# mips_stage_skid_reg

**src/rtl/mips_pipe_pkg.sv**
```systemverilog
// mips_pipe_pkg: shared state encoding and packed payload layout for stage registers
package mips_pipe_pkg;

    typedef enum logic [1:0] {EMPTY, FULL, SKID} state_t;

    // Payload packing, MSB first: {wb_en, mem_r_en, alu, mem, dest}
    function automatic int pl_w(input int dw, input int rw);
        return 2 + 2 * dw + rw;
    endfunction

    function automatic int mem_lsb(input int rw);
        return rw;
    endfunction

    function automatic int alu_lsb(input int dw, input int rw);
        return rw + dw;
    endfunction

    function automatic int mr_bit(input int dw, input int rw);
        return rw + 2 * dw;
    endfunction

    function automatic int wb_bit(input int dw, input int rw);
        return rw + 2 * dw + 1;
    endfunction

endpackage

```
**src/rtl/mips_stage_skid_reg.sv**
```systemverilog
// mips_stage_skid_reg: MEM/WB-style stage register with valid/ready, one-entry skid, flush, forwarding tap and stall counter
module mips_stage_skid_reg
    import mips_pipe_pkg::*;
#(
    parameter int DATA_W = 32,
    parameter int DEST_W = 5,
    parameter int CNT_W  = 16
) (
    input  logic              clk,
    input  logic              rst,
    input  logic              flush,
    input  logic              in_valid,
    output logic              in_ready,
    input  logic              in_wb_en,
    input  logic              in_mem_r_en,
    input  logic [DATA_W-1:0] in_alu,
    input  logic [DATA_W-1:0] in_mem,
    input  logic [DEST_W-1:0] in_dest,
    output logic              out_valid,
    input  logic              out_ready,
    output logic              out_wb_en,
    output logic              out_mem_r_en,
    output logic [DATA_W-1:0] out_alu,
    output logic [DATA_W-1:0] out_mem,
    output logic [DEST_W-1:0] out_dest,
    output logic              fwd_en,
    output logic [DEST_W-1:0] fwd_dest,
    output logic [DATA_W-1:0] fwd_value,
    output logic [CNT_W-1:0]  stall_cnt
);
    localparam int PW    = pl_w(DATA_W, DEST_W);
    localparam int MEM_L = mem_lsb(DEST_W);
    localparam int ALU_L = alu_lsb(DATA_W, DEST_W);
    localparam int MR_B  = mr_bit(DATA_W, DEST_W);
    localparam int WB_B  = wb_bit(DATA_W, DEST_W);

    state_t        state, state_n;
    logic [PW-1:0] main_q, main_d, skid_q, skid_d, in_pl;

    assign in_pl = {in_wb_en, in_mem_r_en, in_alu, in_mem, in_dest};

    always_comb begin
        state_n = state;
        main_d  = main_q;
        skid_d  = skid_q;
        if (flush)
            state_n = EMPTY;
        else
            case (state)
                EMPTY: if (in_valid) begin
                    state_n = FULL;
                    main_d  = in_pl;
                end
                FULL: if (out_ready) begin
                    state_n = in_valid ? FULL : EMPTY;
                    main_d  = in_valid ? in_pl : main_q;
                end else if (in_valid) begin
                    state_n = SKID;
                    skid_d  = in_pl;
                end
                SKID: if (out_ready) begin
                    state_n = FULL;
                    main_d  = skid_q;
                end
                default: state_n = EMPTY;
            endcase
    end

    always_ff @(posedge clk or posedge rst) begin
        if (rst) begin
            state     <= EMPTY;
            main_q    <= '0;
            skid_q    <= '0;
            stall_cnt <= '0;
        end else begin
            state  <= state_n;
            main_q <= main_d;
            skid_q <= skid_d;
            if (out_valid && !out_ready && stall_cnt != '1)
                stall_cnt <= stall_cnt + CNT_W'(1);
        end
    end

    assign in_ready     = state != SKID;
    assign out_valid    = state != EMPTY;
    assign out_wb_en    = main_q[WB_B] & out_valid;
    assign out_mem_r_en = main_q[MR_B] & out_valid;
    assign out_alu      = main_q[ALU_L +: DATA_W];
    assign out_mem      = main_q[MEM_L +: DATA_W];
    assign out_dest     = main_q[DEST_W-1:0];
    // Only the main entry is architecturally "next to retire", so only it forwards
    assign fwd_en       = out_wb_en && out_dest != '0;
    assign fwd_dest     = out_dest;
    assign fwd_value    = out_mem_r_en ? out_mem : out_alu;

endmodule

```
**config.mk**
```make
export PLATFORM = sky130hd
export DESIGN_NAME = mips_stage_skid_reg
export DESIGN_NICKNAME = d
export VERILOG_FILES = /design/src/rtl/mips_pipe_pkg.sv /design/src/rtl/mips_stage_skid_reg.sv
export SDC_FILE = /design/constraint.sdc
export NUM_CORES = 1
export LEC_CHECK = 0
export ABC_AREA = 1
export CORE_ASPECT_RATIO = 0.8
export CORE_MARGIN = 1.5
export CORE_UTILIZATION = 37
export DETAILED_ROUTE_END_ITERATION = 16
export GPL_TIMING_DRIVEN = 0
export SLEW_MARGIN = 20
export SYNTH_ARGS = -nofsm -noshare
export SYNTH_HDL_FRONTEND = slang
export SYNTH_SLANG_ARGS = --single-unit
```
**constraint.sdc**
```tcl
create_clock -name clk -period 7.55 [get_ports clk]
set_clock_uncertainty 0.2 [all_clocks]
set_input_delay 1.8875 -clock clk [delete_from_list [all_inputs] [get_ports clk]]
set_output_delay 1.8875 -clock clk [all_outputs]
set_load 0.01 [all_outputs]
```
# uart_cfg

`src/rtl/uart_cfg_pkg.sv`:
```
// rtl/uart_cfg_pkg.sv - shared types and helpers for the uart_cfg block
// Holds the parity selection enum, the TX/RX state encodings and the
// parity helper used by both directions.
package uart_cfg_pkg;

    typedef enum logic [1:0] {
        PAR_NONE = 2'd0,
        PAR_EVEN = 2'd1,
        PAR_ODD  = 2'd2
    } parity_e;

    typedef enum logic [2:0] {
        TX_IDLE   = 3'd0,
        TX_START  = 3'd1,
        TX_DATA   = 3'd2,
        TX_PARITY = 3'd3,
        TX_STOP   = 3'd4
    } tx_state_e;

    typedef enum logic [2:0] {
        RX_IDLE   = 3'd0,
        RX_START  = 3'd1,
        RX_DATA   = 3'd2,
        RX_PARITY = 3'd3,
        RX_STOP   = 3'd4
    } rx_state_e;

    // Words are zero-extended to 16 bits so one helper covers every legal width.
    function automatic logic calc_parity(input logic [15:0] bits, input parity_e mode);
        return (^bits) ^ (mode == PAR_ODD);
    endfunction

endpackage

```
`src/rtl/uart_bit_timer.sv`:
```
// rtl/uart_bit_timer.sv - free-running bit-period counter with load and ticks
// Ports:
//   clk, rst_n : clock, asynchronous active-low reset
//   load_i     : force the count back to 0 on the next edge
//   half_o     : count is at clk_reduction/2 - 1 (mid-bit point)
//   full_o     : count is at clk_reduction - 1 (end of bit period)
module uart_bit_timer #(
    parameter int clk_reduction = 64
) (
    input  logic clk,
    input  logic rst_n,
    input  logic load_i,
    output logic half_o,
    output logic full_o
);

    localparam int CW = $clog2(clk_reduction);
    localparam logic [CW-1:0] LAST = CW'(clk_reduction - 1);
    localparam logic [CW-1:0] HALF = CW'(clk_reduction / 2 - 1);

    logic [CW-1:0] cnt_q;
    logic [CW-1:0] cnt_d;

    always_comb begin
        cnt_d = cnt_q;
        if (load_i || (cnt_q == LAST)) begin
            cnt_d = '0;
        end else begin
            cnt_d = cnt_q + CW'(1);
        end
    end

    always_ff @(posedge clk or negedge rst_n) begin
        if (!rst_n) begin
            cnt_q <= '0;
        end else begin
            cnt_q <= cnt_d;
        end
    end

    assign half_o = (cnt_q == HALF);
    assign full_o = (cnt_q == LAST);

endmodule

```
`src/rtl/uart_cfg.sv`:
```
// rtl/uart_cfg.sv - configurable UART with stream-style TX and RX handshakes
// Ports:
//   clk, rst_n                     : clock, asynchronous active-low reset
//   t_data, t_valid, t_ready       : word to transmit and its handshake
//   tx                             : serial output, idle high
//   rx                             : serial input, asynchronous to clk
//   r_data, r_valid, r_ready       : received word and its handshake
//   r_frame_err, r_parity_err,
//   r_overrun                      : status of the word held in r_data
module uart_cfg
    import uart_cfg_pkg::*;
#(
    parameter int      clk_reduction = 64,
    parameter int      word_width    = 8,
    parameter parity_e parity_mode   = PAR_NONE,
    parameter int      stop_bits     = 1
) (
    input  logic                  clk,
    input  logic                  rst_n,
    input  logic [word_width-1:0] t_data,
    input  logic                  t_valid,
    output logic                  t_ready,
    output logic                  tx,
    input  logic                  rx,
    output logic [word_width-1:0] r_data,
    output logic                  r_valid,
    input  logic                  r_ready,
    output logic                  r_frame_err,
    output logic                  r_parity_err,
    output logic                  r_overrun
);

    localparam int BW = $clog2(word_width);
    localparam logic [BW-1:0] LAST_BIT  = BW'(word_width - 1);
    localparam logic          LAST_STOP = (stop_bits == 2);

    // ---------------- transmitter ----------------
    tx_state_e             tx_state_q;
    logic                  tx_q;
    logic                  t_ready_q;
    logic [word_width-1:0] tx_shift_q;
    logic [BW-1:0]         tx_bit_q;
    logic                  tx_par_q;
    logic                  tx_stop_q;
    logic                  tx_load;
    logic                  tx_full;
    logic                  tx_half_unused;

    // The timer is held at zero while idle so the start bit gets a full period.
    assign tx_load = (tx_state_q == TX_IDLE);

    uart_bit_timer #(
        .clk_reduction(clk_reduction)
    ) u_tx_timer (
        .clk    (clk),
        .rst_n  (rst_n),
        .load_i (tx_load),
        .half_o (tx_half_unused),
        .full_o (tx_full)
    );

    always_ff @(posedge clk or negedge rst_n) begin
        if (!rst_n) begin
            tx_state_q <= TX_IDLE;
            tx_q       <= 1'b1;
            t_ready_q  <= 1'b0;
            tx_shift_q <= '0;
            tx_bit_q   <= '0;
            tx_par_q   <= 1'b0;
            tx_stop_q  <= 1'b0;
        end else begin
            case (tx_state_q)
                TX_IDLE: begin
                    tx_q      <= 1'b1;
                    t_ready_q <= 1'b1;
                    if (t_valid && t_ready_q) begin
                        tx_shift_q <= t_data;
                        tx_par_q   <= calc_parity(16'(t_data), parity_mode);
                        tx_q       <= 1'b0;
                        t_ready_q  <= 1'b0;
                        tx_state_q <= TX_START;
                    end
                end
                TX_START: begin
                    if (tx_full) begin
                        tx_q       <= tx_shift_q[0];
                        tx_shift_q <= tx_shift_q >> 1;
                        tx_bit_q   <= '0;
                        tx_state_q <= TX_DATA;
                    end
                end
                TX_DATA: begin
                    if (tx_full) begin
                        if (tx_bit_q == LAST_BIT) begin
                            if (parity_mode == PAR_NONE) begin
                                tx_q       <= 1'b1;
                                tx_stop_q  <= 1'b0;
                                tx_state_q <= TX_STOP;
                            end else begin
                                tx_q       <= tx_par_q;
                                tx_state_q <= TX_PARITY;
                            end
                        end else begin
                            tx_q       <= tx_shift_q[0];
                            tx_shift_q <= tx_shift_q >> 1;
                            tx_bit_q   <= tx_bit_q + BW'(1);
                        end
                    end
                end
                TX_PARITY: begin
                    if (tx_full) begin
                        tx_q       <= 1'b1;
                        tx_stop_q  <= 1'b0;
                        tx_state_q <= TX_STOP;
                    end
                end
                TX_STOP: begin
                    if (tx_full) begin
                        if (tx_stop_q == LAST_STOP) begin
                            t_ready_q  <= 1'b1;
                            tx_state_q <= TX_IDLE;
                        end else begin
                            tx_stop_q <= 1'b1;
                        end
                    end
                end
                default: begin
                    tx_q       <= 1'b1;
                    tx_state_q <= TX_IDLE;
                end
            endcase
        end
    end

    assign tx      = tx_q;
    assign t_ready = t_ready_q;

    // ---------------- receiver ----------------
    logic [1:0]            rx_sync_q;
    logic                  rx_prev_q;
    logic                  rx_s;
    rx_state_e             rx_state_q;
    logic [word_width-1:0] rx_shift_q;
    logic [BW-1:0]         rx_bit_q;
    logic                  rx_par_q;
    logic [word_width-1:0] r_data_q;
    logic                  r_valid_q;
    logic                  r_frame_err_q;
    logic                  r_parity_err_q;
    logic                  r_overrun_q;
    logic                  rx_load;
    logic                  rx_half;
    logic                  rx_full;

    assign rx_s = rx_sync_q[1];

    always_ff @(posedge clk or negedge rst_n) begin
        if (!rst_n) begin
            rx_sync_q <= 2'b11;
            rx_prev_q <= 1'b1;
        end else begin
            rx_sync_q <= {rx_sync_q[0], rx};
            rx_prev_q <= rx_s;
        end
    end

    // Reloading at the mid-start sample aligns every later full tick to bit centres.
    assign rx_load = (rx_state_q == RX_IDLE) || ((rx_state_q == RX_START) && rx_half);

    uart_bit_timer #(
        .clk_reduction(clk_reduction)
    ) u_rx_timer (
        .clk    (clk),
        .rst_n  (rst_n),
        .load_i (rx_load),
        .half_o (rx_half),
        .full_o (rx_full)
    );

    always_ff @(posedge clk or negedge rst_n) begin
        if (!rst_n) begin
            rx_state_q     <= RX_IDLE;
            rx_shift_q     <= '0;
            rx_bit_q       <= '0;
            rx_par_q       <= 1'b0;
            r_data_q       <= '0;
            r_valid_q      <= 1'b0;
            r_frame_err_q  <= 1'b0;
            r_parity_err_q <= 1'b0;
            r_overrun_q    <= 1'b0;
        end else begin
            // Consumption; a word landing on the same edge overrides below.
            if (r_valid_q && r_ready) begin
                r_valid_q   <= 1'b0;
                r_overrun_q <= 1'b0;
            end
            case (rx_state_q)
                RX_IDLE: begin
                    if (rx_prev_q && !rx_s) begin
                        rx_state_q <= RX_START;
                    end
                end
                RX_START: begin
                    if (rx_half) begin
                        if (rx_s) begin
                            rx_state_q <= RX_IDLE;
                        end else begin
                            rx_bit_q   <= '0;
                            rx_state_q <= RX_DATA;
                        end
                    end
                end
                RX_DATA: begin
                    if (rx_full) begin
                        rx_shift_q <= {rx_s, rx_shift_q[word_width-1:1]};
                        if (rx_bit_q == LAST_BIT) begin
                            rx_state_q <= (parity_mode == PAR_NONE) ? RX_STOP : RX_PARITY;
                        end else begin
                            rx_bit_q <= rx_bit_q + BW'(1);
                        end
                    end
                end
                RX_PARITY: begin
                    if (rx_full) begin
                        rx_par_q   <= rx_s;
                        rx_state_q <= RX_STOP;
                    end
                end
                RX_STOP: begin
                    // Back to idle right at the stop sample so the next start edge
                    // can arrive during the second half of the stop bit.
                    if (rx_full) begin
                        rx_state_q     <= RX_IDLE;
                        r_data_q       <= rx_shift_q;
                        r_frame_err_q  <= !rx_s;
                        r_parity_err_q <= (parity_mode != PAR_NONE) &&
                                          (calc_parity(16'(rx_shift_q), parity_mode) != rx_par_q);
                        r_valid_q      <= 1'b1;
                        r_overrun_q    <= r_valid_q && !r_ready;
                    end
                end
                default: begin
                    rx_state_q <= RX_IDLE;
                end
            endcase
        end
    end

    assign r_data       = r_data_q;
    assign r_valid      = r_valid_q;
    assign r_frame_err  = r_frame_err_q;
    assign r_parity_err = r_parity_err_q;
    assign r_overrun    = r_overrun_q;

endmodule

```
`config.mk`:
```
export PLATFORM = sky130hd
export DESIGN_NAME = uart_cfg
export DESIGN_NICKNAME = d
export VERILOG_FILES = /design/src/rtl/uart_cfg_pkg.sv /design/src/rtl/uart_bit_timer.sv /design/src/rtl/uart_cfg.sv
export SDC_FILE = /design/constraint.sdc
export NUM_CORES = 1
export LEC_CHECK = 0
export CORE_MARGIN = 4
export CORE_UTILIZATION = 45
export CTS_CLUSTER_SIZE = 30
export DETAILED_ROUTE_END_ITERATION = 8
export GPL_TIMING_DRIVEN = 0
export PLACE_DENSITY = 0.66
export SYNTH_ARGS = -nofsm -noshare
export SYNTH_HDL_FRONTEND = slang
export SYNTH_SLANG_ARGS = --single-unit
```
`constraint.sdc`:
```
create_clock -name clk -period 5.3 [get_ports clk]
set_clock_uncertainty 0.1 [all_clocks]
set_input_delay 0.53 -clock clk [delete_from_list [all_inputs] [get_ports clk]]
set_output_delay 0.53 -clock clk [all_outputs]
set_load 0.01 [all_outputs]
```

==> notes/layouts.md <==
Pictures saved along the way, in no particular order.

Routing congestion.
panel A
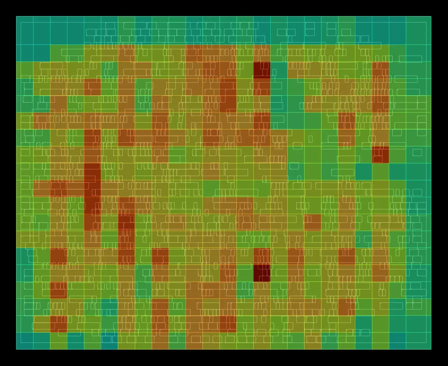
panel B
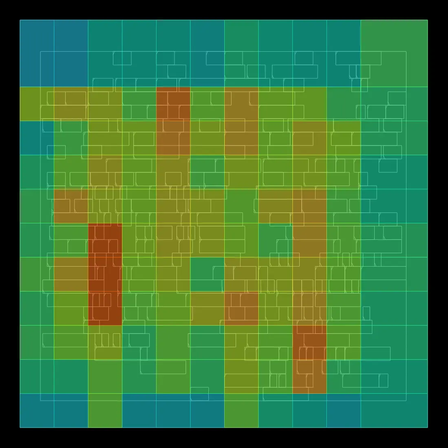
uart_cfg: panel B
mips_stage_skid_reg: panel A

Figure 1. Metal layers overlaid (mips_stage_skid_reg).
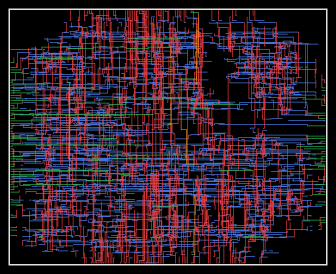
Key: metal 1 = blue [wire length 12,100 um]; metal 2 = red [wire length 10,500 um]; metal 4 = orange [wire length 248 um]; metal 3 = green [wire length 1,260 um]

==> impl_metrics.yaml, mips_stage_skid_reg <==
# flow metrics
timing:
  finalHoldViolations: 0
  tightest_slew_ns: 0.698
synthesis:
  fa_ha_area_share_pct: 0.154
floorplan:
  fp.dieH_um: 136
  fp_util_pct: 37.8
  die_width_um: 169
  core_area_um2: 21600
placed_design:
  place_area_um2: 10600
  post-place-cells: 1559
cts:
  h-tree-depth: 4
finish:
  fin_util_pct: 51.7
  comb_cells: 659
  drive_above_1_share_pct: 9.80
  n_fill_cell: 2072
  antennaDiodeCount: 0
worst_hold_path:
  worst_hold_path.endpoint: "skid_q[50]"
power:
  p_int_mw: 2.03
  powerComb_uw: 886
route:
  vias: 7278
flow_run:
  warning_count: 26
status:
  status: "complete, no violations"
worst_setup_path:
  r2r_start: "state[0]"
global_route:
  grt_first_pass_wirelength_um: 37800
## mips_stage_skid_reg: worst register-to-register path, cell delays in order, from the launching register on
cell,delay (ns)
dfrtp_1,0.42
nor2_2,0.24
nor2_2,0.15
nor3_4,0.45
inv_2,0.21
clkbuf_1,0.30
nand2_1,0.12
nand2_1,0.05
## mips_stage_skid_reg: cells in the mapped netlist
| library cell | n | area share [%] |
|---|---|---|
| buf_2 | 11 | 0.68 |
| o21ai_1 | 6 | 0.37 |
| nor3_4 | 1 | 0.20 |
| nand4_1 | 6 | 0.46 |
| nand3_1 | 12 | 0.74 |
| nor3_1 | 1 | 0.061 |
| ha_1 | 1 | 0.15 |
| nand3b_1 | 3 | 0.28 |
| nand2_1 | 345 | 16 |
| nor2_2 | 3 | 0.23 |
| buf_6 | 2 | 0.28 |
| xnor2_1 | 4 | 0.43 |
| buf_1 | 8 | 0.37 |
| buf_4 | 77 | 7.1 |
| o31ai_1 | 1 | 0.092 |
| a21oi_1 | 41 | 2.5 |
| inv_1 | 137 | 6.3 |
| inv_2 | 1 | 0.046 |
| o21ai_0 | 174 | 11 |
| clkbuf_1 | 26 | 1.2 |
| dfrtp_1 | 160 | 49 |
| nor2_1 | 61 | 2.8 |
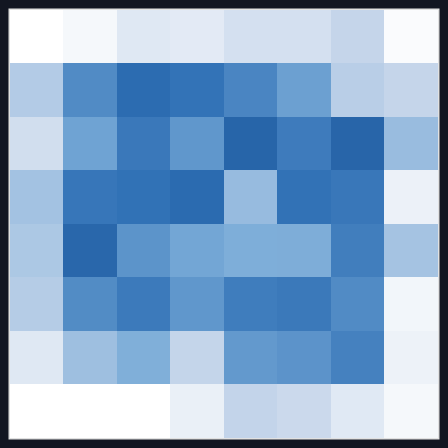
Figure 2: uart_cfg, cell density map.
The die is cut into 8 by 8 equal tiles; white is low, dark blue is high, 0 to 100% covered.
The mean over all tiles is 42%. The emptiest ninth of the die: lower left. 7.8% of the tiles are over 75% full. 6.2% of the tiles are nearly empty.
FP Util: 47.7%
Core Box Area: 5240 um^2
Final Util: 56.3%

==> impl_metrics.yaml, uart_cfg <==
# flow metrics
cts:
  cts-root-buf: "clkbuf_8"
  tritoncts: "yes"
synthesis:
  ys_area_um2: 2500
  avgSynthCellArea_um2: 12.3
  edf_count: 0
  synth_cell_types: 43
  post-synth-top-count-cell: "dfrtp_1"
  synthCells: 204
  muxShareOfSynthArea_pct: 15.0
finish:
  fin_cells: 308
  final_area_um2: 2950
  nNetsFinal: 256
  layout_top_cells: "dfrtp_1, mux2_2, clkdlybuf4s50_1"
worst_setup_path:
  startpoint_type: "register"
  required_ns: 5.41
  r2r_cells: 6
  r2r-end: "tx_shift_q[0]"
  critPathArrivalTime_ns: 2.24
  critical_path.endpoint: "tx_shift_q[0]"
status:
  status: "complete, no violations"
placed_design:
  portBuffers: 25
  place_area_um2: 2850
flow_run:
  warning_count: 26
route:
  wl_per_cell_um: 13.0
  first_iter_violations: 76
power:
  power_leakage_nw: 1.34
global_route:
  grt_max_degree: 38
floorplan:
  rows: 26
worst_hold_path:
  hold_class: "in2async"
## uart_cfg: flip-flops by register name, summed over array words and instances (netlist names), 2 cells and up
register          count
r_data                8
rx_shift_q            8
tx_shift_q            8
u_rx_timer.cnt_q      6
u_tx_timer.cnt_q      6
rx_bit_q              3
rx_state_q            3
tx_bit_q              3
tx_state_q            3
rx_sync_q             2
## uart_cfg: area by class of cell
class / count / area [um^2] / share of cell area [%]
Multi-Input combinational cell: 135 / 1030 / 35.1
Clock buffer: 5 / 68.8 / 2.33
Clock inverter: 3 / 27.5 / 0.933
Timing Repair Buffer: 26 / 265 / 8.99
Buffer: 10 / 47.5 / 1.61
Sequential cell: 56 / 1410 / 47.7
Tap cell: 70 / 87.6 / 2.97
Inverter: 3 / 11.3 / 0.382
## uart_cfg: where the power goes
part	switching, mW	total, mW	internal (mW)
registers	0.0641	0.586	0.522
clock network	0.147	0.244	0.0973
logic	0.146	0.314	0.167
## uart_cfg: worst max-delay path: stages (launching register included)
cell and delay (ns):
dfrtp_1 0.42, ha_1 0.21, ha_1 0.19, o21a_1 0.22, a211oi_1 0.34, o21ai_2 0.22, mux2_2 0.32


==> layout pictures side by side <==
Metal 2.
(a)
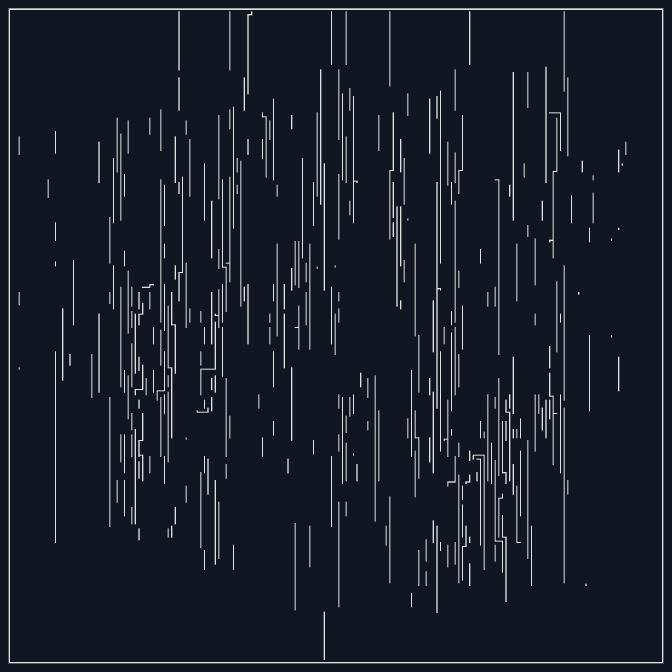
(b)
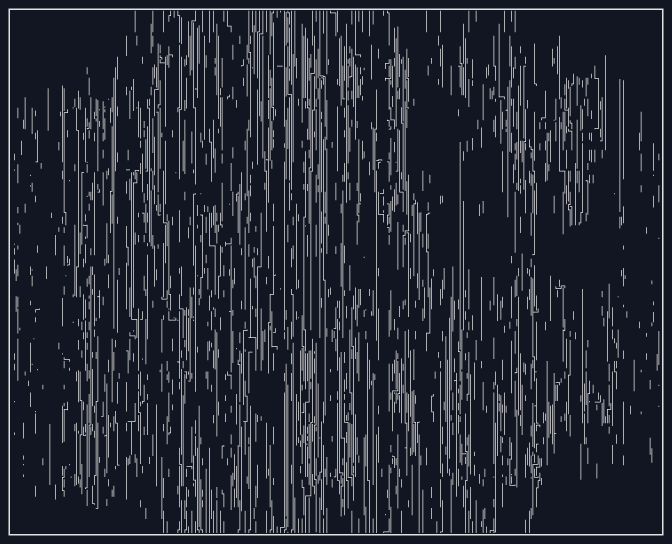
(a) comes from uart_cfg.
(b) comes from mips_stage_skid_reg.

Key to (a):
214 nets have wire on it. The layer carries 1,830 um of wire. The layer holds 46% of the routed length.

Power and IR drop assume default switching activity.
